# ---- demultiplexer_stream_8 ----
Fig. 1: demultiplexer_stream_8, nets reached from selected ports
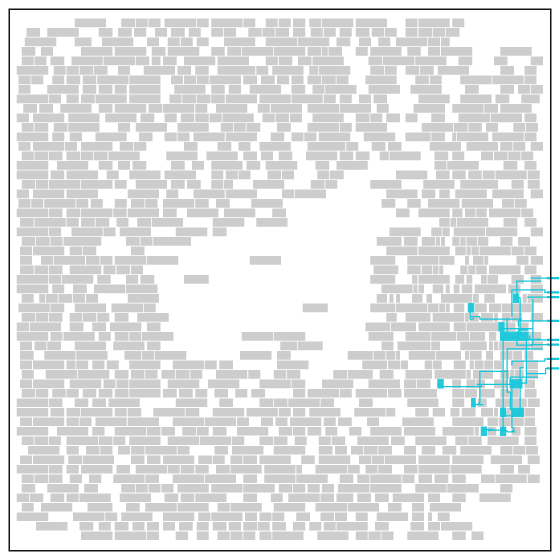

File: config.mk
export PLATFORM = sky130hd
export DESIGN_NAME = demultiplexer_stream_8
export DESIGN_NICKNAME = d
export VERILOG_FILES = /design/src/rtl/demultiplexer_stream_8_pkg.sv /design/src/rtl/demux_channel_slot.sv /design/src/rtl/demultiplexer_stream_8.sv
export SDC_FILE = /design/constraint.sdc
export NUM_CORES = 1
export LEC_CHECK = 0
export ABC_CLOCK_PERIOD_IN_PS = 2700
export CORE_MARGIN = 1.5
export CORE_UTILIZATION = 47
export DETAILED_ROUTE_END_ITERATION = 12
export PLACE_DENSITY = 0.83
export REMOVE_ABC_BUFFERS = 1
export SLEW_MARGIN = 5
export SYNTH_ARGS = -nofsm -noshare
export SYNTH_HDL_FRONTEND = slang
export SYNTH_SLANG_ARGS = --single-unit
File: constraint.sdc
create_clock -name Clock -period 2.7 [get_ports Clock]
set_clock_uncertainty 0.1 [all_clocks]
set_input_delay 0.54 -clock Clock [delete_from_list [all_inputs] [get_ports Clock]]
set_output_delay 0.54 -clock Clock [all_outputs]
set_load 0.005 [all_outputs]
File: src/rtl/demultiplexer_stream_8_pkg.sv
// Shared constants for the 8-way stream demultiplexer: channel count,
// select and drop-counter widths, channel-state encoding and the select decoder.
package demultiplexer_stream_8_pkg;

   localparam int NrOfChannels = 8;
   localparam int SelWidth     = 3;
   localparam int DroppedWidth = 16;

   // Channel-slot states: a slot is either empty or holding one word.
   localparam logic ChanEmpty = 1'b0;
   localparam logic ChanFull  = 1'b1;

   localparam logic [DroppedWidth-1:0] DroppedMax = '1;

   // Turns a channel index into a one-hot channel mask.
   function automatic logic [NrOfChannels-1:0] selToOneHot(input logic [SelWidth-1:0] sel);
      logic [NrOfChannels-1:0] oneHot;
      oneHot      = '0;
      oneHot[sel] = 1'b1;
      return oneHot;
   endfunction

endpackage

File: src/rtl/demux_channel_slot.sv
// One output channel of the demultiplexer: a single-word holding register
// with its valid flag. A fill always wins over a drain, which gives the
// drain-and-refill-in-one-cycle behaviour with no bubble.
module demux_channel_slot
   import demultiplexer_stream_8_pkg::*;
#(
   parameter int NrOfBits = 32
) (
   input  logic                Clock,
   input  logic                Reset_n,
   input  logic                Fill_i,
   input  logic [NrOfBits-1:0] Data_i,
   input  logic                Ready_i,
   output logic                Valid_o,
   output logic [NrOfBits-1:0] Data_o
);

   logic                state_q, state_d;
   logic [NrOfBits-1:0] data_q, data_d;

   // Next-state: fill loads the word and marks FULL; a drain without fill empties; data holds otherwise.
   always_comb begin
      state_d = state_q;
      data_d  = data_q;
      if (Fill_i) begin
         state_d = ChanFull;
         data_d  = Data_i;
      end else if ((state_q == ChanFull) && Ready_i) begin
         state_d = ChanEmpty;
      end
   end

   // Slot registers, cleared asynchronously so reset discards any held word.
   always_ff @(posedge Clock or negedge Reset_n) begin
      if (!Reset_n) begin
         state_q <= ChanEmpty;
         data_q  <= '0;
      end else begin
         state_q <= state_d;
         data_q  <= data_d;
      end
   end

   assign Valid_o = (state_q == ChanFull);
   assign Data_o  = data_q;

endmodule

File: src/rtl/demultiplexer_stream_8.sv
// Ready/valid stream demultiplexer: routes each accepted input word to one
// of eight independently drained output slots chosen by Sel, and counts
// input words offered while the block is disabled.
module demultiplexer_stream_8
   import demultiplexer_stream_8_pkg::*;
#(
   parameter int NrOfBits = 32
) (
   input  logic                    Clock,
   input  logic                    Reset_n,
   input  logic                    Enable,
   input  logic                    InValid,
   output logic                    InReady,
   input  logic [SelWidth-1:0]     Sel,
   input  logic [NrOfBits-1:0]     DemuxIn,
   output logic [NrOfChannels-1:0] OutValid,
   input  logic [NrOfChannels-1:0] OutReady,
   output logic [NrOfBits-1:0]     DemuxOut_0,
   output logic [NrOfBits-1:0]     DemuxOut_1,
   output logic [NrOfBits-1:0]     DemuxOut_2,
   output logic [NrOfBits-1:0]     DemuxOut_3,
   output logic [NrOfBits-1:0]     DemuxOut_4,
   output logic [NrOfBits-1:0]     DemuxOut_5,
   output logic [NrOfBits-1:0]     DemuxOut_6,
   output logic [NrOfBits-1:0]     DemuxOut_7,
   output logic [DroppedWidth-1:0] Dropped
);

   logic                                   transfer;
   logic [NrOfChannels-1:0]                fillVec;
   logic [NrOfChannels-1:0][NrOfBits-1:0]  chanData;
   logic [DroppedWidth-1:0]                dropped_q, dropped_d;

   // The addressed slot can take a word if it is empty or is being drained on this same edge.
   assign InReady  = Enable & (~OutValid[Sel] | OutReady[Sel]);
   assign transfer = InValid & InReady;

   // Only the addressed slot is filled, and only on an actual transfer.
   always_comb begin
      fillVec = '0;
      if (transfer) begin
         fillVec = selToOneHot(Sel);
      end
   end

   for (genvar k = 0; k < NrOfChannels; k++) begin : gSlot
      demux_channel_slot #(
         .NrOfBits (NrOfBits)
      ) uSlot (
         .Clock   (Clock),
         .Reset_n (Reset_n),
         .Fill_i  (fillVec[k]),
         .Data_i  (DemuxIn),
         .Ready_i (OutReady[k]),
         .Valid_o (OutValid[k]),
         .Data_o  (chanData[k])
      );
   end

   assign DemuxOut_0 = chanData[0];
   assign DemuxOut_1 = chanData[1];
   assign DemuxOut_2 = chanData[2];
   assign DemuxOut_3 = chanData[3];
   assign DemuxOut_4 = chanData[4];
   assign DemuxOut_5 = chanData[5];
   assign DemuxOut_6 = chanData[6];
   assign DemuxOut_7 = chanData[7];

   // Drop counter: counts offered-but-disabled cycles and sticks at all-ones instead of wrapping.
   always_comb begin
      dropped_d = dropped_q;
      if (InValid && !Enable && (dropped_q != DroppedMax)) begin
         dropped_d = dropped_q + DroppedWidth'(1);
      end
   end

   // Drop counter register.
   always_ff @(posedge Clock or negedge Reset_n) begin
      if (!Reset_n) begin
         dropped_q <= '0;
      end else begin
         dropped_q <= dropped_d;
      end
   end

   assign Dropped = dropped_q;

endmodule
# ---- iic_shield_arbiter ----
[config.mk]
export PLATFORM = sky130hd
export DESIGN_NAME = iic_shield_arbiter
export DESIGN_NICKNAME = d
export VERILOG_FILES = /design/src/rtl/iic_shield_arbiter.sv
export SDC_FILE = /design/constraint.sdc
export NUM_CORES = 1
export LEC_CHECK = 0
export ABC_AREA = 1
export CORE_MARGIN = 3
export CORE_UTILIZATION = 59
export DETAILED_ROUTE_END_ITERATION = 7
export PLACE_DENSITY = 0.84
export SYNTH_ARGS = -nofsm -noshare
export SYNTH_HDL_FRONTEND = slang
export SYNTH_SLANG_ARGS = --single-unit
[constraint.sdc]
create_clock -name clk -period 3 [get_ports clk]
set_input_delay 0.6 -clock clk [delete_from_list [all_inputs] [get_ports clk]]
set_output_delay 0.6 -clock clk [all_outputs]
set_load 0.05 [all_outputs]
[src/rtl/iic_shield_arbiter.sv]
// -----------------------------------------------------------------------------
// iic_shield_arbiter
//
// Shares the Arduino-shield IIC pad pair (SCL/SDA IOBUFs) between NUM_REQ
// internal IIC masters. A round-robin arbiter hands the bus to one master only
// after the bus has been idle (SCL=SDA=1) for BUS_FREE_CYCLES. The owner's
// open-drain controls are muxed onto the pads. A grant is revoked if the owner
// holds SCL low for TIMEOUT_CYCLES.
//
// Optional feature macro: IIC_BUS_RECOVERY_EN
//   When defined, a revoked transfer that leaves SDA stuck low is followed by
//   up to 9 SCL recovery pulses and a STOP before the bus is re-qualified.
//
// Ports
//   clk, rst                 clock, asynchronous active-high reset
//   req[NUM_REQ]             per-master request (level, held for the transfer)
//   gnt[NUM_REQ]             one-hot registered grant
//   m_scl_o/m_scl_t          per-master SCL value / tristate (1 = release)
//   m_sda_o/m_sda_t          per-master SDA value / tristate (1 = release)
//   scl_i, sda_i             pad inputs (asynchronous, synchronised here)
//   scl_o/scl_t, sda_o/sda_t pad drive to the IOBUFs
//   owner                    index of current/last owner
//   busy                     arbiter not in IDLE
//   timeout_err              one-cycle pulse when a grant is revoked
// -----------------------------------------------------------------------------
module iic_shield_arbiter #(
  parameter int unsigned NUM_REQ         = 2,
  parameter int unsigned BUS_FREE_CYCLES = 500,
  parameter int unsigned TIMEOUT_CYCLES  = 100000,
  parameter int unsigned RECOV_HALF      = 250
) (
  input  logic               clk,
  input  logic               rst,
  input  logic [NUM_REQ-1:0] req,
  output logic [NUM_REQ-1:0] gnt,
  input  logic [NUM_REQ-1:0] m_scl_o,
  input  logic [NUM_REQ-1:0] m_scl_t,
  input  logic [NUM_REQ-1:0] m_sda_o,
  input  logic [NUM_REQ-1:0] m_sda_t,
  input  logic               scl_i,
  input  logic               sda_i,
  output logic               scl_o,
  output logic               scl_t,
  output logic               sda_o,
  output logic               sda_t,
  output logic [2:0]         owner,
  output logic               busy,
  output logic               timeout_err
);

  localparam int unsigned FREE_W = $clog2(BUS_FREE_CYCLES + 1);
  localparam int unsigned LOW_W  = $clog2(TIMEOUT_CYCLES + 1);
  localparam logic [FREE_W-1:0] FREE_MAX = FREE_W'(BUS_FREE_CYCLES);
  localparam logic [LOW_W-1:0]  LOW_LAST = LOW_W'(TIMEOUT_CYCLES - 1);

  typedef enum logic [1:0] {
    IDLE,
    GRANT,
`ifdef IIC_BUS_RECOVERY_EN
    RECOVER,
`endif
    WAIT_FREE
  } state_t;

  state_t              state_q;
  logic [NUM_REQ-1:0]  gnt_q;
  logic [2:0]          owner_q;
  logic [2:0]          ptr_q;
  logic                busy_q;
  logic                terr_q;

  logic                scl_s1_q, scl_s2_q;
  logic                sda_s1_q, sda_s2_q;

  logic [FREE_W-1:0]   free_q, free_d;
  logic                bus_free, free_full_d;
  logic [LOW_W-1:0]    low_q, low_d;

  logic                own_req, own_scl_o, own_scl_t, own_sda_o, own_sda_t;
  logic                own_low, timeout_hit;
  logic [2:0]          ptr_next;

  logic                pick_valid;
  logic [2:0]          pick_idx;
  logic [NUM_REQ-1:0]  pick_oh;
  int unsigned         pick_pos;

`ifdef IIC_BUS_RECOVERY_EN
  localparam int unsigned RCNT_W = $clog2(RECOV_HALF + 1);
  localparam logic [RCNT_W-1:0] RCNT_LAST = RCNT_W'(RECOV_HALF - 1);

  typedef enum logic [2:0] {
    R_CHECK,
    R_LOW,
    R_HIGH,
    R_STOP_A,
    R_STOP_B,
    R_STOP_C
  } rphase_t;

  rphase_t             rph_q;
  logic [RCNT_W-1:0]   rcnt_q;
  logic [3:0]          rpulse_q;
  logic                rscl_t_q, rsda_t_q;
  logic                half_done;

  assign half_done = (rcnt_q == RCNT_LAST);
`else
  logic unused_recov;
  assign unused_recov = (RECOV_HALF != 0);
`endif

  // Bus-free qualification on synchronised pad levels.
  assign bus_free = (free_q == FREE_MAX);

  always_comb begin
    free_d = '0;
    if (scl_s2_q && sda_s2_q) begin
      free_d = bus_free ? free_q : free_q + 1'b1;
    end
    free_full_d = (free_d == FREE_MAX);
  end

  // Owner mux: registered select, combinational data path.
  always_comb begin
    own_req   = 1'b0;
    own_scl_o = 1'b0;
    own_scl_t = 1'b1;
    own_sda_o = 1'b0;
    own_sda_t = 1'b1;
    for (int unsigned i = 0; i < NUM_REQ; i++) begin
      if (owner_q == 3'(i)) begin
        own_req   = req[i];
        own_scl_o = m_scl_o[i];
        own_scl_t = m_scl_t[i];
        own_sda_o = m_sda_o[i];
        own_sda_t = m_sda_t[i];
      end
    end
  end

  assign own_low     = !own_scl_t && !own_scl_o;
  assign low_d       = (state_q == GRANT && own_low) ? low_q + 1'b1 : '0;
  assign timeout_hit = (state_q == GRANT) && own_low && (low_q == LOW_LAST);
  assign ptr_next    = (owner_q == 3'(NUM_REQ - 1)) ? 3'd0 : owner_q + 3'd1;

  // Round-robin pick: first requester at or after ptr_q, wrapping.
  always_comb begin
    pick_valid = 1'b0;
    pick_idx   = '0;
    pick_oh    = '0;
    pick_pos   = 0;
    for (int unsigned off = 0; off < NUM_REQ; off++) begin
      pick_pos = 32'(ptr_q) + off;
      if (pick_pos >= NUM_REQ) begin
        pick_pos = pick_pos - NUM_REQ;
      end
      for (int unsigned i = 0; i < NUM_REQ; i++) begin
        if (!pick_valid && pick_pos == i && req[i]) begin
          pick_valid = 1'b1;
          pick_idx   = 3'(i);
          pick_oh[i] = 1'b1;
        end
      end
    end
  end

  always_ff @(posedge clk or posedge rst) begin
    if (rst) begin
      state_q  <= WAIT_FREE;
      gnt_q    <= '0;
      owner_q  <= '0;
      ptr_q    <= '0;
      busy_q   <= 1'b0;
      terr_q   <= 1'b0;
      scl_s1_q <= 1'b0;
      scl_s2_q <= 1'b0;
      sda_s1_q <= 1'b0;
      sda_s2_q <= 1'b0;
      free_q   <= '0;
      low_q    <= '0;
`ifdef IIC_BUS_RECOVERY_EN
      rph_q    <= R_CHECK;
      rcnt_q   <= '0;
      rpulse_q <= '0;
      rscl_t_q <= 1'b1;
      rsda_t_q <= 1'b1;
`endif
    end else begin
      scl_s1_q <= scl_i;
      scl_s2_q <= scl_s1_q;
      sda_s1_q <= sda_i;
      sda_s2_q <= sda_s1_q;
      free_q   <= free_d;
      low_q    <= low_d;
      terr_q   <= 1'b0;
      busy_q   <= 1'b1;

      case (state_q)
        // Leave on the edge where the counter saturates, so IDLE already
        // sees bus_free=1 on its first cycle.
        WAIT_FREE: begin
          if (free_full_d) begin
            state_q <= IDLE;
            busy_q  <= 1'b0;
          end
        end

        IDLE: begin
          if (bus_free && pick_valid) begin
            state_q <= GRANT;
            gnt_q   <= pick_oh;
            owner_q <= pick_idx;
          end else begin
            busy_q  <= 1'b0;
          end
        end

        GRANT: begin
          if (!own_req) begin
            gnt_q   <= '0;
            ptr_q   <= ptr_next;
            state_q <= WAIT_FREE;
          end else if (timeout_hit) begin
            gnt_q   <= '0;
            terr_q  <= 1'b1;
            ptr_q   <= ptr_next;
`ifdef IIC_BUS_RECOVERY_EN
            state_q  <= RECOVER;
            rph_q    <= R_CHECK;
            rcnt_q   <= '0;
            rpulse_q <= '0;
            rscl_t_q <= 1'b1;
            rsda_t_q <= 1'b1;
`else
            state_q <= WAIT_FREE;
`endif
          end
        end

`ifdef IIC_BUS_RECOVERY_EN
        RECOVER: begin
          rcnt_q <= half_done ? '0 : rcnt_q + 1'b1;
          case (rph_q)
            R_CHECK: begin
              rcnt_q <= '0;
              if (sda_s2_q) begin
                state_q <= WAIT_FREE;
              end else begin
                rph_q    <= R_LOW;
                rscl_t_q <= 1'b0;
              end
            end
            R_LOW: begin
              if (half_done) begin
                rscl_t_q <= 1'b1;
                rpulse_q <= rpulse_q + 4'd1;
                rph_q    <= R_HIGH;
              end
            end
            R_HIGH: begin
              if (half_done) begin
                rscl_t_q <= 1'b0;
                rph_q    <= (sda_s2_q || rpulse_q == 4'd9) ? R_STOP_A : R_LOW;
              end
            end
            // SDA is pulled low one cycle after SCL falls so the edge
            // cannot be mistaken for a START.
            R_STOP_A: begin
              if (rcnt_q == '0) begin
                rsda_t_q <= 1'b0;
              end
              if (half_done) begin
                rscl_t_q <= 1'b1;
                rph_q    <= R_STOP_B;
              end
            end
            R_STOP_B: begin
              if (half_done) begin
                rsda_t_q <= 1'b1;
                rph_q    <= R_STOP_C;
              end
            end
            default: begin
              if (half_done) begin
                state_q <= WAIT_FREE;
              end
            end
          endcase
        end
`endif

        default: begin
          gnt_q   <= '0;
          state_q <= WAIT_FREE;
        end
      endcase
    end
  end

  // Pad drive: released everywhere except GRANT (and recovery).
  always_comb begin
    scl_o = 1'b0;
    scl_t = 1'b1;
    sda_o = 1'b0;
    sda_t = 1'b1;
    if (state_q == GRANT) begin
      scl_o = own_scl_o;
      scl_t = own_scl_t;
      sda_o = own_sda_o;
      sda_t = own_sda_t;
    end
`ifdef IIC_BUS_RECOVERY_EN
    else if (state_q == RECOVER) begin
      scl_t = rscl_t_q;
      sda_t = rsda_t_q;
    end
`endif
  end

  assign gnt         = gnt_q;
  assign owner       = owner_q;
  assign busy        = busy_q;
  assign timeout_err = terr_q;

endmodule

# ---- mole_scheduler ----
**src/rtl/game_pkg.sv**
```systemverilog
// game_pkg: shared types and constants for the whack-a-mole game blocks.
// Holds the scheduler state encoding, the LFSR definition and the default
// timing values shared by game_fsm, the timer and mole_scheduler.
package game_pkg;

  typedef enum logic [1:0] {
    S_IDLE = 2'd0,
    S_GAP  = 2'd1,
    S_UP   = 2'd2
  } sched_state_e;

  // 16-bit Fibonacci LFSR, taps 16,15,13,4 (bits 15,14,12,3)
  localparam int                LFSR_W    = 16;
  localparam logic [LFSR_W-1:0] LFSR_SEED = 16'hACE1;
  localparam logic [LFSR_W-1:0] LFSR_TAPS = 16'hD008;

  localparam int DEF_NUM_MOLES    = 4;
  localparam int DEF_UP_TICKS     = 8;
  localparam int DEF_GAP_TICKS    = 3;
  localparam int DEF_MIN_UP_TICKS = 3;

  // One shift of the LFSR; feedback is the XOR of the tapped bits
  function automatic logic [LFSR_W-1:0] lfsr_step(input logic [LFSR_W-1:0] cur);
    return {cur[LFSR_W-2:0], ^(cur & LFSR_TAPS)};
  endfunction

endpackage

```
**src/rtl/mole_scheduler_lfsr16.sv**
```systemverilog
// lfsr16: free-running 16-bit Fibonacci LFSR used for mole selection.
// Seeded only by reset_n; a nonzero seed on a maximal-length polynomial
// keeps it out of the all-zero lock-up state.
module lfsr16
  import game_pkg::*;
(
  input  logic        clk,
  input  logic        reset_n,
  output logic [15:0] q
);

  logic [LFSR_W-1:0] q_q;
  logic [LFSR_W-1:0] q_d;

  // Advance one step every clock
  always_comb begin
    q_d = lfsr_step(q_q);
  end

  // Sequence register, seeded on power-on reset only
  always_ff @(posedge clk or negedge reset_n) begin
    if (!reset_n) q_q <= LFSR_SEED;
    else          q_q <= q_d;
  end

  assign q = q_q;

endmodule

```
**src/rtl/mole_scheduler.sv**
```systemverilog
// mole_scheduler: alternates gap and pop-up windows during play, picks a
// pseudo-random mole each round and classifies presses as hit/wrong/miss.
// Optional feature macro: MOLE_SPEEDUP_EN -- each hit shortens the pop-up
// window by one tick, down to MIN_UP_TICKS.
//
//   state  | meaning
//   S_IDLE | not playing; moles dark, counter cleared
//   S_GAP  | dark window between rounds, GAP_TICKS ticks
//   S_UP   | one mole lit for up_len ticks, presses classified
module mole_scheduler
  import game_pkg::*;
#(
  parameter int NUM_MOLES    = DEF_NUM_MOLES,
  parameter int UP_TICKS     = DEF_UP_TICKS,
  parameter int GAP_TICKS    = DEF_GAP_TICKS,
  parameter int MIN_UP_TICKS = DEF_MIN_UP_TICKS
) (
  input  logic                         clk,
  input  logic                         reset_n,
  input  logic                         tick,
  input  logic                         game_active,
  input  logic                         sys_reset,
  input  logic [NUM_MOLES-1:0]         hit_btn,
  output logic [NUM_MOLES-1:0]         mole_en,
  output logic [$clog2(NUM_MOLES)-1:0] mole_idx,
  output logic                         hit_pulse,
  output logic                         wrong_pulse,
  output logic                         miss_pulse
);

  localparam int IDX_W   = $clog2(NUM_MOLES);
  localparam int CNT_MAX = (UP_TICKS > GAP_TICKS) ? UP_TICKS : GAP_TICKS;
  localparam int CNT_W   = $clog2(CNT_MAX + 1);

  localparam logic [CNT_W-1:0]     GAP_LD  = CNT_W'(GAP_TICKS);
  localparam logic [CNT_W-1:0]     UP_LD   = CNT_W'(UP_TICKS);
  localparam logic [CNT_W-1:0]     UP_MIN  = CNT_W'(MIN_UP_TICKS);
  localparam logic [CNT_W-1:0]     CNT_ONE = CNT_W'(1);
  localparam logic [IDX_W-1:0]     IDX_ONE = IDX_W'(1);
  localparam logic [NUM_MOLES-1:0] HOT_ONE = NUM_MOLES'(1);

`ifdef MOLE_SPEEDUP_EN
  localparam bit SPEEDUP = 1'b1;
`else
  localparam bit SPEEDUP = 1'b0;
`endif

  sched_state_e           state_q, state_d;
  logic [CNT_W-1:0]       cnt_q, cnt_d;
  logic [CNT_W-1:0]       up_len_q, up_len_d;
  logic [IDX_W-1:0]       mole_idx_q, mole_idx_d;
  logic [NUM_MOLES-1:0]   btn_prev_q, btn_prev_d;
  logic                   hit_q, hit_d;
  logic                   wrong_q, wrong_d;
  logic                   miss_q, miss_d;

  logic [LFSR_W-1:0]      lfsr_q;
  logic [NUM_MOLES-1:0]   press;
  logic [NUM_MOLES-1:0]   lit_hot;
  logic [IDX_W-1:0]       cand;
  logic [IDX_W-1:0]       next_mole;
  logic                   is_hit;
  logic                   is_wrong;
  logic                   last_tick;
  logic                   lfsr_unused;

  lfsr16 u_lfsr (
    .clk     (clk),
    .reset_n (reset_n),
    .q       (lfsr_q)
  );

  // Only the low index bits pick the mole
  assign lfsr_unused = ^lfsr_q[LFSR_W-1:IDX_W];

  // Press edges, current-mole decode and next-mole pick (never repeats)
  always_comb begin
    press     = hit_btn & ~btn_prev_q;
    lit_hot   = HOT_ONE << mole_idx_q;
    is_hit    = |(press & lit_hot);
    is_wrong  = |(press & ~lit_hot);
    last_tick = tick && (cnt_q == CNT_ONE);
    cand      = lfsr_q[IDX_W-1:0];
    next_mole = (cand == mole_idx_q) ? cand + IDX_ONE : cand;
  end

  // Next-state and registered-pulse logic; priority sys_reset > !game_active > hit > expiry > wrong
  always_comb begin
    state_d    = state_q;
    cnt_d      = cnt_q;
    up_len_d   = up_len_q;
    mole_idx_d = mole_idx_q;
    btn_prev_d = hit_btn;
    hit_d      = 1'b0;
    wrong_d    = 1'b0;
    miss_d     = 1'b0;

    if (sys_reset) begin
      state_d    = S_IDLE;
      cnt_d      = '0;
      up_len_d   = UP_LD;
      mole_idx_d = '0;
    end else if (!game_active) begin
      state_d = S_IDLE;
      cnt_d   = '0;
    end else begin
      unique case (state_q)
        S_IDLE: begin
          state_d = S_GAP;
          cnt_d   = GAP_LD;
        end
        S_GAP: begin
          if (tick) begin
            if (cnt_q == CNT_ONE) begin
              state_d    = S_UP;
              cnt_d      = up_len_q;
              mole_idx_d = next_mole;
            end else begin
              cnt_d = cnt_q - CNT_ONE;
            end
          end
        end
        S_UP: begin
          if (is_hit) begin
            hit_d   = 1'b1;
            state_d = S_GAP;
            cnt_d   = GAP_LD;
            if (SPEEDUP && (up_len_q > UP_MIN)) up_len_d = up_len_q - CNT_ONE;
          end else if (last_tick) begin
            miss_d  = 1'b1;
            state_d = S_GAP;
            cnt_d   = GAP_LD;
          end else begin
            wrong_d = is_wrong;
            if (tick) cnt_d = cnt_q - CNT_ONE;
          end
        end
        default: begin
          state_d = S_IDLE;
          cnt_d   = '0;
        end
      endcase
    end
  end

  // State, counters and pulse registers
  always_ff @(posedge clk or negedge reset_n) begin
    if (!reset_n) begin
      state_q    <= S_IDLE;
      cnt_q      <= '0;
      up_len_q   <= UP_LD;
      mole_idx_q <= '0;
      btn_prev_q <= '1;
      hit_q      <= 1'b0;
      wrong_q    <= 1'b0;
      miss_q     <= 1'b0;
    end else begin
      state_q    <= state_d;
      cnt_q      <= cnt_d;
      up_len_q   <= up_len_d;
      mole_idx_q <= mole_idx_d;
      btn_prev_q <= btn_prev_d;
      hit_q      <= hit_d;
      wrong_q    <= wrong_d;
      miss_q     <= miss_d;
    end
  end

  // Moore decode of the lit mole
  always_comb begin
    mole_en = (state_q == S_UP) ? lit_hot : '0;
  end

  assign mole_idx    = mole_idx_q;
  assign hit_pulse   = hit_q;
  assign wrong_pulse = wrong_q;
  assign miss_pulse  = miss_q;

endmodule

```
**config.mk**
```make
export PLATFORM = sky130hd
export DESIGN_NAME = mole_scheduler
export DESIGN_NICKNAME = d
export VERILOG_FILES = /design/src/rtl/game_pkg.sv /design/src/rtl/mole_scheduler_lfsr16.sv /design/src/rtl/mole_scheduler.sv
export SDC_FILE = /design/constraint.sdc
export NUM_CORES = 1
export LEC_CHECK = 0
export CAP_MARGIN = 20
export CORE_AREA = 2 2 53 55
export CTS_CLUSTER_SIZE = 16
export DETAILED_ROUTE_END_ITERATION = 6
export DIE_AREA = 0 0 55 57
export PLACE_DENSITY = 0.78
export SLEW_MARGIN = 10
export SYNTH_ARGS = -nofsm -noshare
export SYNTH_HDL_FRONTEND = slang
export SYNTH_SLANG_ARGS = --single-unit
```
**constraint.sdc**
```tcl
create_clock -name clk -period 2.5 [get_ports clk]
set_input_delay 0.625 -clock clk [delete_from_list [all_inputs] [get_ports clk]]
set_output_delay 0.625 -clock clk [all_outputs]
set_load 0.005 [all_outputs]
```
# ---- bin_to_bcd_seq ----
$ cat config.mk
export PLATFORM = sky130hd
export DESIGN_NAME = bin_to_bcd_seq
export DESIGN_NICKNAME = d
export VERILOG_FILES = /design/src/rtl/bin_to_bcd_seq.sv
export SDC_FILE = /design/constraint.sdc
export NUM_CORES = 1
export LEC_CHECK = 0
export CAP_MARGIN = 20
export CORE_MARGIN = 2
export CORE_UTILIZATION = 50
export CTS_BUF_LIST = sky130_fd_sc_hd__clkbuf_8
export CTS_CLUSTER_DIAMETER = 100
export DETAILED_ROUTE_END_ITERATION = 12
export GPL_ROUTABILITY_DRIVEN = 0
export PLACE_DENSITY = 0.74
export SYNTH_ARGS = -nofsm -noshare
export SYNTH_HDL_FRONTEND = slang
export SYNTH_SLANG_ARGS = --single-unit
$ cat constraint.sdc
create_clock -name clk -period 6.2 [get_ports clk]
set_clock_uncertainty 0.15 [all_clocks]
set_input_delay 0.62 -clock clk [delete_from_list [all_inputs] [get_ports clk]]
set_output_delay 0.62 -clock clk [all_outputs]
set_load 0.01 [all_outputs]
$ cat src/rtl/bin_to_bcd_seq.sv
// Sequential double-dabble converter: WIDTH-bit unsigned binary to eight BCD digits,
// one shift per clock, with registered digit outputs that hold the last result.
module bin_to_bcd_seq #(
    parameter int unsigned WIDTH = 27,
    parameter int unsigned ANCHO = 4
) (
    input  logic             clk,
    input  logic             rst,
    input  logic             start,
    input  logic [WIDTH-1:0] Bin,
    output logic             busy,
    output logic             done,
    output logic             ovf,
    output logic [ANCHO-1:0] Dis0,
    output logic [ANCHO-1:0] Dis1,
    output logic [ANCHO-1:0] Dis2,
    output logic [ANCHO-1:0] Dis3,
    output logic [ANCHO-1:0] Dis4,
    output logic [ANCHO-1:0] Dis5,
    output logic [ANCHO-1:0] Dis6,
    output logic [ANCHO-1:0] Dis7
);

    localparam int unsigned CntW = (WIDTH > 1) ? $clog2(WIDTH) : 1;

    typedef enum logic [0:0] {StIdle, StShift} state_e;

    state_e           state_q, state_d;
    logic [WIDTH-1:0] shift_q, shift_d;
    logic [31:0]      scratch_q, scratch_d;
    logic [CntW-1:0]  cnt_q, cnt_d;
    logic             ovf_acc_q, ovf_acc_d;
    logic [31:0]      dis_q, dis_d;
    logic             ovf_q, ovf_d;
    logic             done_q, done_d;

    logic [31:0] corrected;
    logic [31:0] scratch_shift;
    logic        carry_out;
    logic        bad_nib;
    logic        final_ovf;

    // Add-3 correction on every nibble in parallel, then shift the combined register.
    always_comb begin
        corrected = '0;
        bad_nib   = 1'b0;
        for (int i = 0; i < 8; i++) begin
            corrected[4*i +: 4] = scratch_q[4*i +: 4] +
                                  ((scratch_q[4*i +: 4] >= 4'd5) ? 4'd3 : 4'd0);
        end
        scratch_shift = {corrected[30:0], shift_q[WIDTH-1]};
        carry_out     = corrected[31];
        for (int i = 0; i < 8; i++) begin
            if (scratch_shift[4*i +: 4] > 4'd9) bad_nib = 1'b1;
        end
        final_ovf = ovf_acc_q | carry_out | bad_nib;
    end

    always_comb begin
        state_d   = state_q;
        shift_d   = shift_q;
        scratch_d = scratch_q;
        cnt_d     = cnt_q;
        ovf_acc_d = ovf_acc_q;
        dis_d     = dis_q;
        ovf_d     = ovf_q;
        done_d    = 1'b0;
        unique case (state_q)
            StIdle: begin
                if (start) begin
                    shift_d   = Bin;
                    scratch_d = '0;
                    cnt_d     = '0;
                    ovf_acc_d = 1'b0;
                    state_d   = StShift;
                end
            end
            StShift: begin
                shift_d   = shift_q << 1;
                scratch_d = scratch_shift;
                cnt_d     = cnt_q + 1'b1;
                ovf_acc_d = ovf_acc_q | carry_out;
                if (cnt_q == CntW'(WIDTH - 1)) begin
                    state_d = StIdle;
                    done_d  = 1'b1;
                    ovf_d   = final_ovf;
                    // Saturate to all nines so the display never shows a truncated value.
                    dis_d   = final_ovf ? 32'h9999_9999 : scratch_shift;
                end
            end
            default: state_d = StIdle;
        endcase
    end

    always_ff @(posedge clk or negedge rst) begin
        if (!rst) begin
            state_q   <= StIdle;
            shift_q   <= '0;
            scratch_q <= '0;
            cnt_q     <= '0;
            ovf_acc_q <= 1'b0;
            dis_q     <= '0;
            ovf_q     <= 1'b0;
            done_q    <= 1'b0;
        end else begin
            state_q   <= state_d;
            shift_q   <= shift_d;
            scratch_q <= scratch_d;
            cnt_q     <= cnt_d;
            ovf_acc_q <= ovf_acc_d;
            dis_q     <= dis_d;
            ovf_q     <= ovf_d;
            done_q    <= done_d;
        end
    end

    assign busy = (state_q == StShift);
    assign done = done_q;
    assign ovf  = ovf_q;
    assign Dis0 = dis_q[3:0];
    assign Dis1 = dis_q[7:4];
    assign Dis2 = dis_q[11:8];
    assign Dis3 = dis_q[15:12];
    assign Dis4 = dis_q[19:16];
    assign Dis5 = dis_q[23:20];
    assign Dis6 = dis_q[27:24];
    assign Dis7 = dis_q[31:28];

endmodule

Fig. 2: iic_shield_arbiter, signal wires by layer
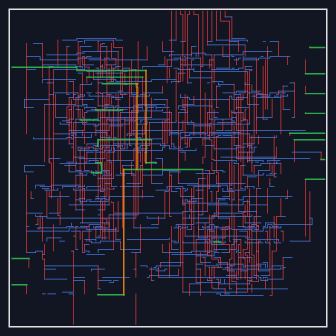
- orange: met4 (wire length 62.6 um)
- red: met2 (wire length 1920 um)
- blue: met1 (wire length 1760 um)
- green: met3 (wire length 138 um)
total global routing track utilization: 0.208
routed length per placed instance: 11.5 um
total number of vias: 1725
Routed WL: 3.89 mm

==> qor.log, iic_shield_arbiter <==
qor: outcome.run_status complete, no violations
qor: layout.final.fill_count 261
qor: sta.timing_hold_violations_final 0
qor: floorplan.tap-cell-count 44
qor: placed_design.buffer_ports.inserted 22
qor: flow_run.stage_log_warnings 27
qor: power.vdd_drop_max 0.315 mV
qor: synth.yosys.area.top_type_share 0.448
qor: synth.synthesis_area_per_yosys 2070 um2
qor: floorplan.floorplan.initialDensity 0.645
qor: global_route.grt_pass1_vias 1625
qor: synth.dominant_register_cell_in_the_synthesized_netlist sky130_fd_sc_hd__dfrtp_1
qor: power.p_clk 0.000362 W
qor: clock_network.ctsRootBufferMaster sky130_fd_sc_hd__clkbuf_4
qor: drt.drcViolationCount 0
qor: sta.timing.max_slew.rel_slack 0.667
qor: hold_path.hold_start sda_s1_q
qor: layout.final-nonclk-buf-share 0.0916
qor: synth.ys_async_sr_fraction 1.00
qor: sta.finalWorstSetupSlack 0.414 ns
qor: clock_network.ctsLongestPathBuffers 2
qor: layout.largestClassByArea combinational gates
qor: layout.multi_input_gate_share_of_the_layout_cell_area 0.402
qor: layout.number_of_combinational_gates_with_multiple_inputs 192
qor: setup_path.timing_worst_setup_path_type primary input to output port
qor: drt.maxUsedRoutingLayer met4
iic_shield_arbiter: logic make-up (layout without fill, tap and decap cells):
kind of cell	after synthesis	in the layout	synth area share
buf+inv	37	64	0.0732
compound gates	25	25	0.0648
xor+xnor	6	6	0.0254
fa+ha+maj	3	3	0.0182
flops	38	38	0.461
other cells	1	2	0.00181
simple gates	156	156	0.356
iic_shield_arbiter: state kept, by name (all words and copies together), names as in the netlist:
signal and flops:
state_q 2, ptr_q 1, sda_s2_q 1, free_q 9, gnt 2, scl_s1_q 1
owner 1, timeout_err 1, sda_s1_q 1, scl_s2_q 1, low_q 17, busy 1
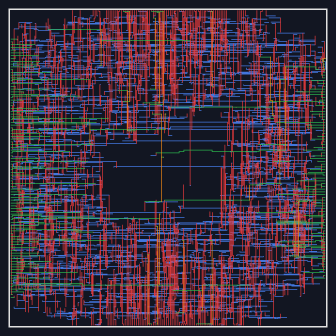
Fig. 3. Signal wires by layer (demultiplexer_stream_8).
- green: met3 (wire length 2560 um)
- orange: met4 (wire length 691 um)
- blue: met1 (wire length 11800 um)
- red: met2 (wire length 14000 um)

Notes on Fig. 1 above:
- cyan: OutReady (bits 8; direction input; edge right; end cells 11; wire 339 um)

==> qor.log, demultiplexer_stream_8 <==
qor: synth.top_non_seq_family multiplexers
qor: synth.dominant_register_cell_in_the_synthesized_netlist sky130_fd_sc_hd__dfrtp_1
qor: outcome.run_status complete, no violations
qor: power.p_clk 0.00417 W
qor: layout.area_growth_syn_to_layout 46.6%
qor: global_route.largest_net_degree_at_the_start_of_global_routing 71
qor: drt.drcViolationCount 0
qor: drt.vias 7060
qor: synth.syn-cell-area 10800 um2
qor: global_route.global_route_wire_length_before_repair 45.3 mm
qor: clock_network.h_tree_depth_reported_by_cts 1
qor: setup_path.worst_ep_arrival_time 1.99 ns
qor: global_route.grt_usage 0.245
qor: layout.final_layout_top_logic_cells sky130_fd_sc_hd__clkdlybuf4s50_1, sky130_fd_sc_hd__dfrtp_1, sky130_fd_sc_hd__mux2_2
qor: placed_design.postPlaceCellArea 14800 um2
qor: layout.share_of_cells_above_drive_strength_1 0.340
qor: global_route.initial_antenna_violation_count 0
qor: power.vdd_drop_max 0.635 mV
qor: power.comb_power_share 0.274
qor: synth.synth-xor-area-share 0.0122
demultiplexer_stream_8: area by class of cell:
type / instances / area share
clock inverters: 14 / 0.0134
repair buffers: 367 / 0.241
multi-input cells: 344 / 0.228
well taps: 285 / 0.0225
clock buffers: 35 / 0.0498
inverters: 12 / 0.00284
flip-flops and latches: 280 / 0.442
demultiplexer_stream_8: worst max-delay path: cells and delay by family:
kind | cells | cell delay [ns]
buffers and inverters | 3 | 0.74
AND/OR/NAND/NOR | 1 | 0.09
AND-OR/OR-AND | 2 | 0.62
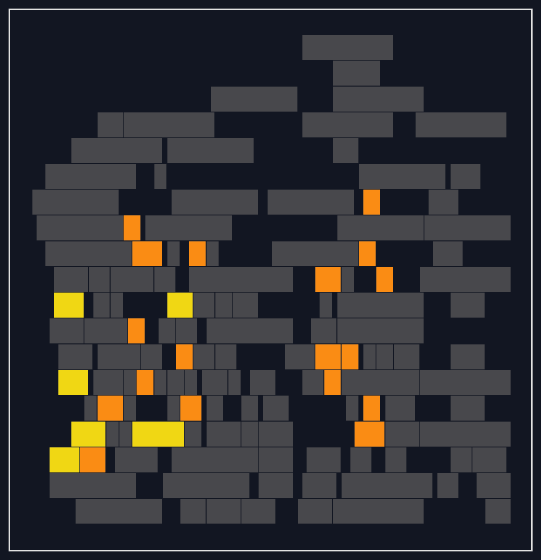
Fig. 4. Logic cells by family (mole_scheduler).
- yellow: AND-OR and OR-AND gates (cells 6; where bottom left)
- orange: inverting AOI/OAI gates (cells 18)
multi-input gate share of the layout cell area: 0.308
number of cells in the finished layout apart from fillers: 165
most frequently placed logic cell in the final layout: sky130_fd_sc_hd__dfrtp_1

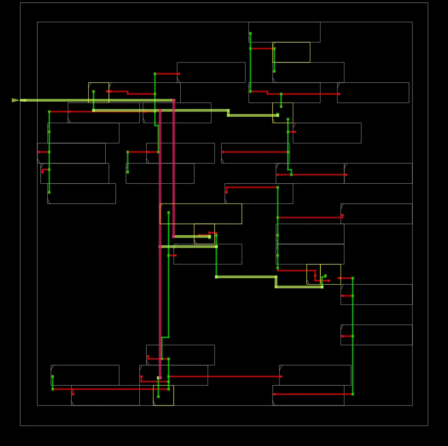
Fig. 5. Clock wiring as the flow saved it (mole_scheduler).
Worst Skew: 0.00766 ns
Clock Sinks: 31
Flop Count: 31
clock latency at the later pin of the worst-skew pair: 0.34 ns
clock group power: 0.000409 W

==> qor.log, mole_scheduler <==
qor: clock_network.cts-buffers-inserted 5
qor: placed_design.postPlaceCellArea 1520 um2
qor: power.power.clock.fraction 0.411
qor: synth.simple_gate_area_frac 0.177
qor: sta.finalWorstPathRequiredPeriod 2.38 ns
qor: layout.largestClassByArea sequential cells
qor: setup_path.timing_worst_setup_path_type flip-flop to output port
qor: layout.final.clkbuf_count 6
qor: power.share_seq_of_total_power 0.521
qor: layout.insertedDiodeCount 0
qor: setup_path.critical-path-top-delay-family buffers and inverters
qor: placed_design.place.detailed.instances 157
qor: drt.detail_route.first_pass.iterations 4
qor: setup_path.endpoint_kind output port
qor: setup_path.critPathLaunchType flip-flop
qor: global_route.grt_overflow 0
qor: outcome.run_status complete, no violations
qor: synth.synth-xor-area-share 0.0265
qor: power.comb_power_share 0.068
qor: placed_design.detailedPlacementHpwl 1.74 mm
qor: sta.finalWorstSetupSlack 0.125 ns
qor: sta.maxSlewViolCount 0
qor: layout.design.final.nets 144
qor: power.power_report.internal_total 0.000779 W
qor: layout.largest_register_ffs 16
qor: clock_network.cts_hold_buf 0
qor: setup_path.timing.critical_path.slowest_stage_cell sky130_fd_sc_hd__clkdlybuf4s50_1
qor: clock_network.clkSlewWorstSetupHoldPaths 0.09 ns
qor: drt.maxUsedRoutingLayer met4
qor: global_route.initial_antenna_violation_count 0
qor: synth.ys_async_sr_fraction 1.00
qor: sta.timing_hold_violations_final 0
qor: layout.layout.area.seq 791 um2
qor: synth.synth-adder-area-share 0.0189
qor: setup_path.cp_cell_sequence nor2b_1 -> and3_2 -> clkdlybuf4s50_1
qor: drt.drtAntennaViolNets 0
qor: layout.core_utilization_of_the_finished_layout 0.614
qor: synth.syn-cell-area 1320 um2
qor: hold_path.timing.hold.worst_path_depth 0
qor: drt.first_iteration_detailed_routing_drc_count 10
qor: power.switching_share_of_total_power 0.217
qor: floorplan.die_x 55 um
qor: clock_network.post_cts_setup_buffers 0
==> mole_scheduler: worst max path at each step <==
stage / start / endpoint / cells past startpoint
final: state_q[1] / mole_en[3] / 3
after global routing: state_q[0] / mole_en[0] / 3
after CTS: state_q[0] / mole_en[0] / 3
after detailed placement: hit_btn[1] / cnt_q[2] / 6
after global placement: hit_btn[2] / cnt_q[2] / 6
after floorplan: hit_btn[1] / cnt_q[2] / 5
==> mole_scheduler: per-layer routing <==
layer / up-vias / GRT usage
met5: - / 0
met2: 17 / 0.287
met3: 5 / 0.0864
met4: 0 / 0.0941
met1: 437 / 0.221
li1: 429 / -
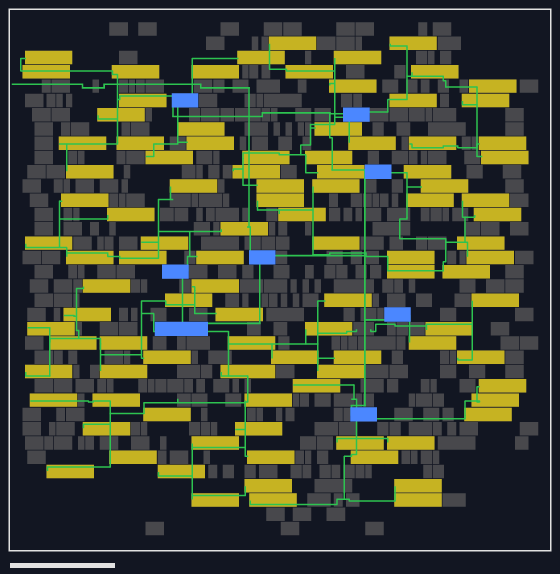
Fig. 6. Routed clock nets over the placement (bin_to_bcd_seq).
Scale bar: 20 um.
- green: clock wires (length 1170 um)
- blue: cells driving clock nets (count 9)
- yellow: flip-flops (count 100)
- routed clock nets: 10
- flops lie: spread over the die

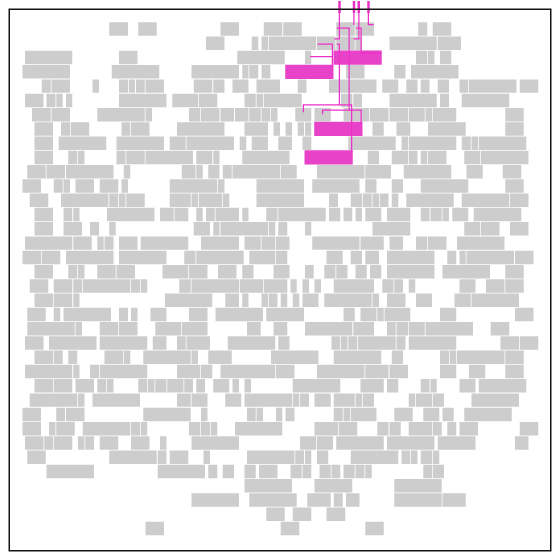
Fig. 7. Nets reached from selected ports (bin_to_bcd_seq).
- magenta: Dis5 (bits 4; direction output; edge top; end cells 4; wire 99.5 um)
top-level port count: 65
number of buffers inserted by port buffering: 64

==> qor.log, bin_to_bcd_seq <==
qor: layout.core_utilization_of_the_finished_layout 0.603
qor: floorplan.floorplan.initialDensity 0.507
qor: layout.layout_top_cell sky130_fd_sc_hd__dfrtp_1
qor: flow_run.max_cap_violations 0
qor: setup_path.cp_max_fo 18
qor: synth.synth-xor-area-share 0.0340
qor: global_route.grt_use_met3 0.0285
qor: setup_path.timing.critical_path.buf_inv 1
qor: global_route.gr-usage-met1 0.263
qor: clock_network.cts.sink_count 100
qor: flow_run.stage_log_warnings 29
qor: setup_path.critical_path.max_stage_delay 0.82 ns
qor: outcome.run_status complete, no violations
qor: setup_path.r2r-end dis_q[9]
qor: clock_network.cts-buffers-inserted 9
qor: drt.routed_wire_length_per_instance 14.9 um
qor: synth.synthesis_area_per_yosys 4890 um2
qor: layout.final.fill_count 845
qor: drt.route.met3.wl 400 um
qor: setup_path.setup.worst_path.start scratch_q[9]
qor: layout.final.clkbuf_count 9
qor: drt.routedLengthMet1 4.49 mm
qor: sta.finalSetupViolCount 0
qor: setup_path.worst-r2r-cell-count 10
qor: power.comb_power_share 0.492
==> bin_to_bcd_seq: worst reg2reg max path: stages (launching register included) <==
cell and delay, ns:
sky130_fd_sc_hd__dfrtp_1 0.45, sky130_fd_sc_hd__o21ai_0 0.18, sky130_fd_sc_hd__nand2b_1 0.14, sky130_fd_sc_hd__ha_1 0.23, sky130_fd_sc_hd__fa_1 0.38, sky130_fd_sc_hd__xnor2_1 0.30
sky130_fd_sc_hd__o22ai_1 0.13, sky130_fd_sc_hd__or3_1 0.39, sky130_fd_sc_hd__nor4_4 0.82, sky130_fd_sc_hd__buf_4 0.36, sky130_fd_sc_hd__a22o_1 0.17


## Gallery

Logic cells by family.
panel A
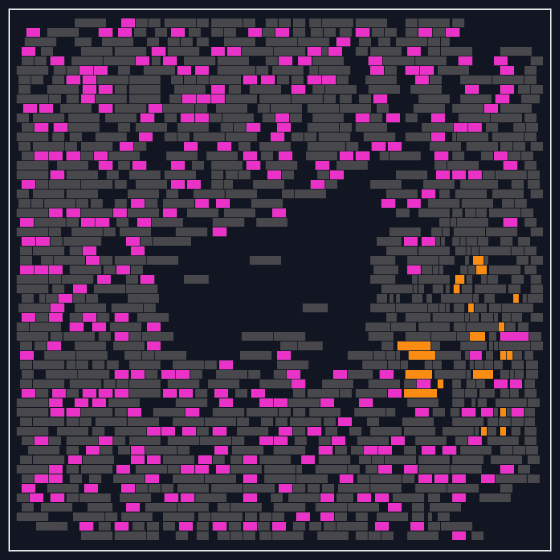
panel B
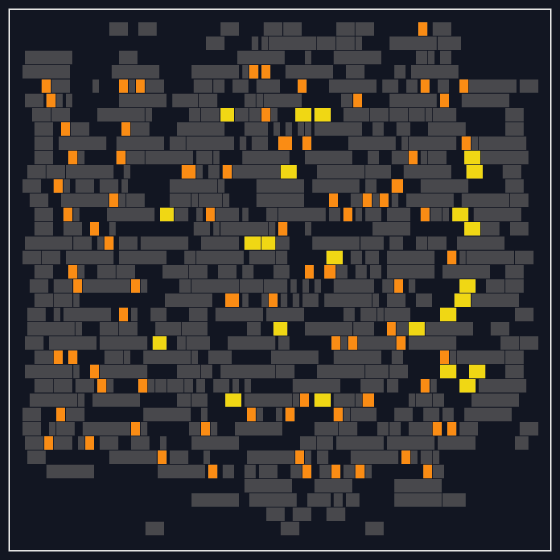
panel C
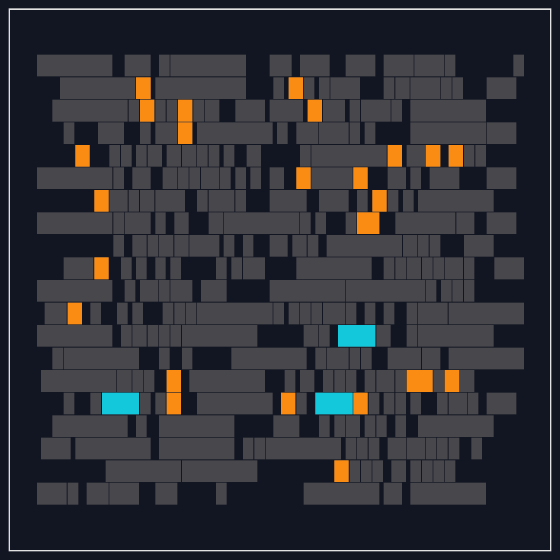
The one with the most cells is panel A.
The one with the fewest cells is panel C.
- panel B = bin_to_bcd_seq
- panel C = iic_shield_arbiter
- panel A = demultiplexer_stream_8

Key to panel C:
- cyan: adder and majority cells (cells 3)
- orange: inverting AOI/OAI gates (cells 24)


==> layout pictures side by side <==
Routed clock nets over the placement.
(a)
Scale bar: 50 um.
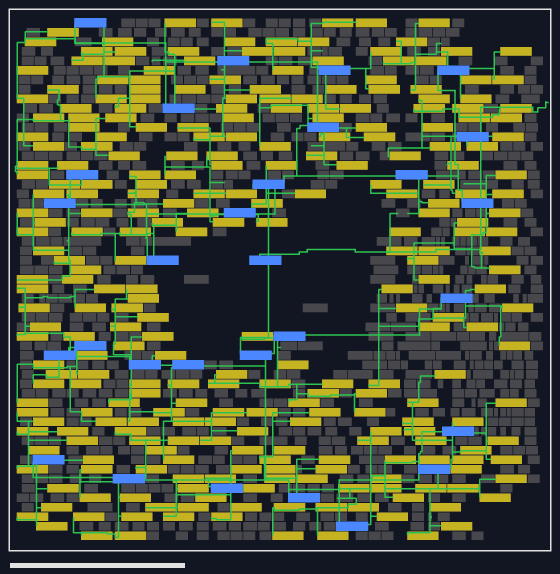
(b)
Scale bar: 20 um.
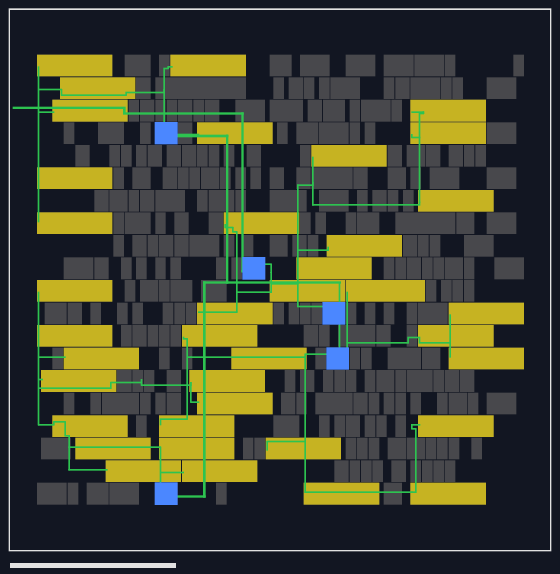
(c)
Scale bar: 20 um.
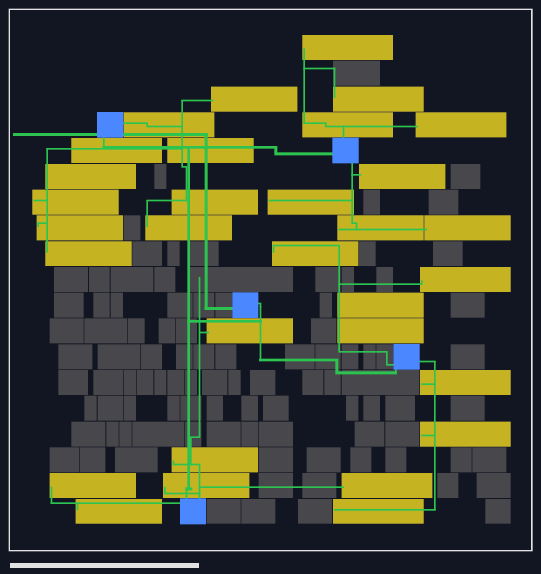
(b): iic_shield_arbiter
(a): demultiplexer_stream_8
(c): mole_scheduler
Of these, largest die: (a)
Of these, most sequential cells: (a)

Key to (c):
- blue: cells driving clock nets (count 5)
- green: clock wires (length 388 um)
- yellow: flip-flops (count 31)
- flops lie: spread over the die

Power and IR drop assume default switching activity.
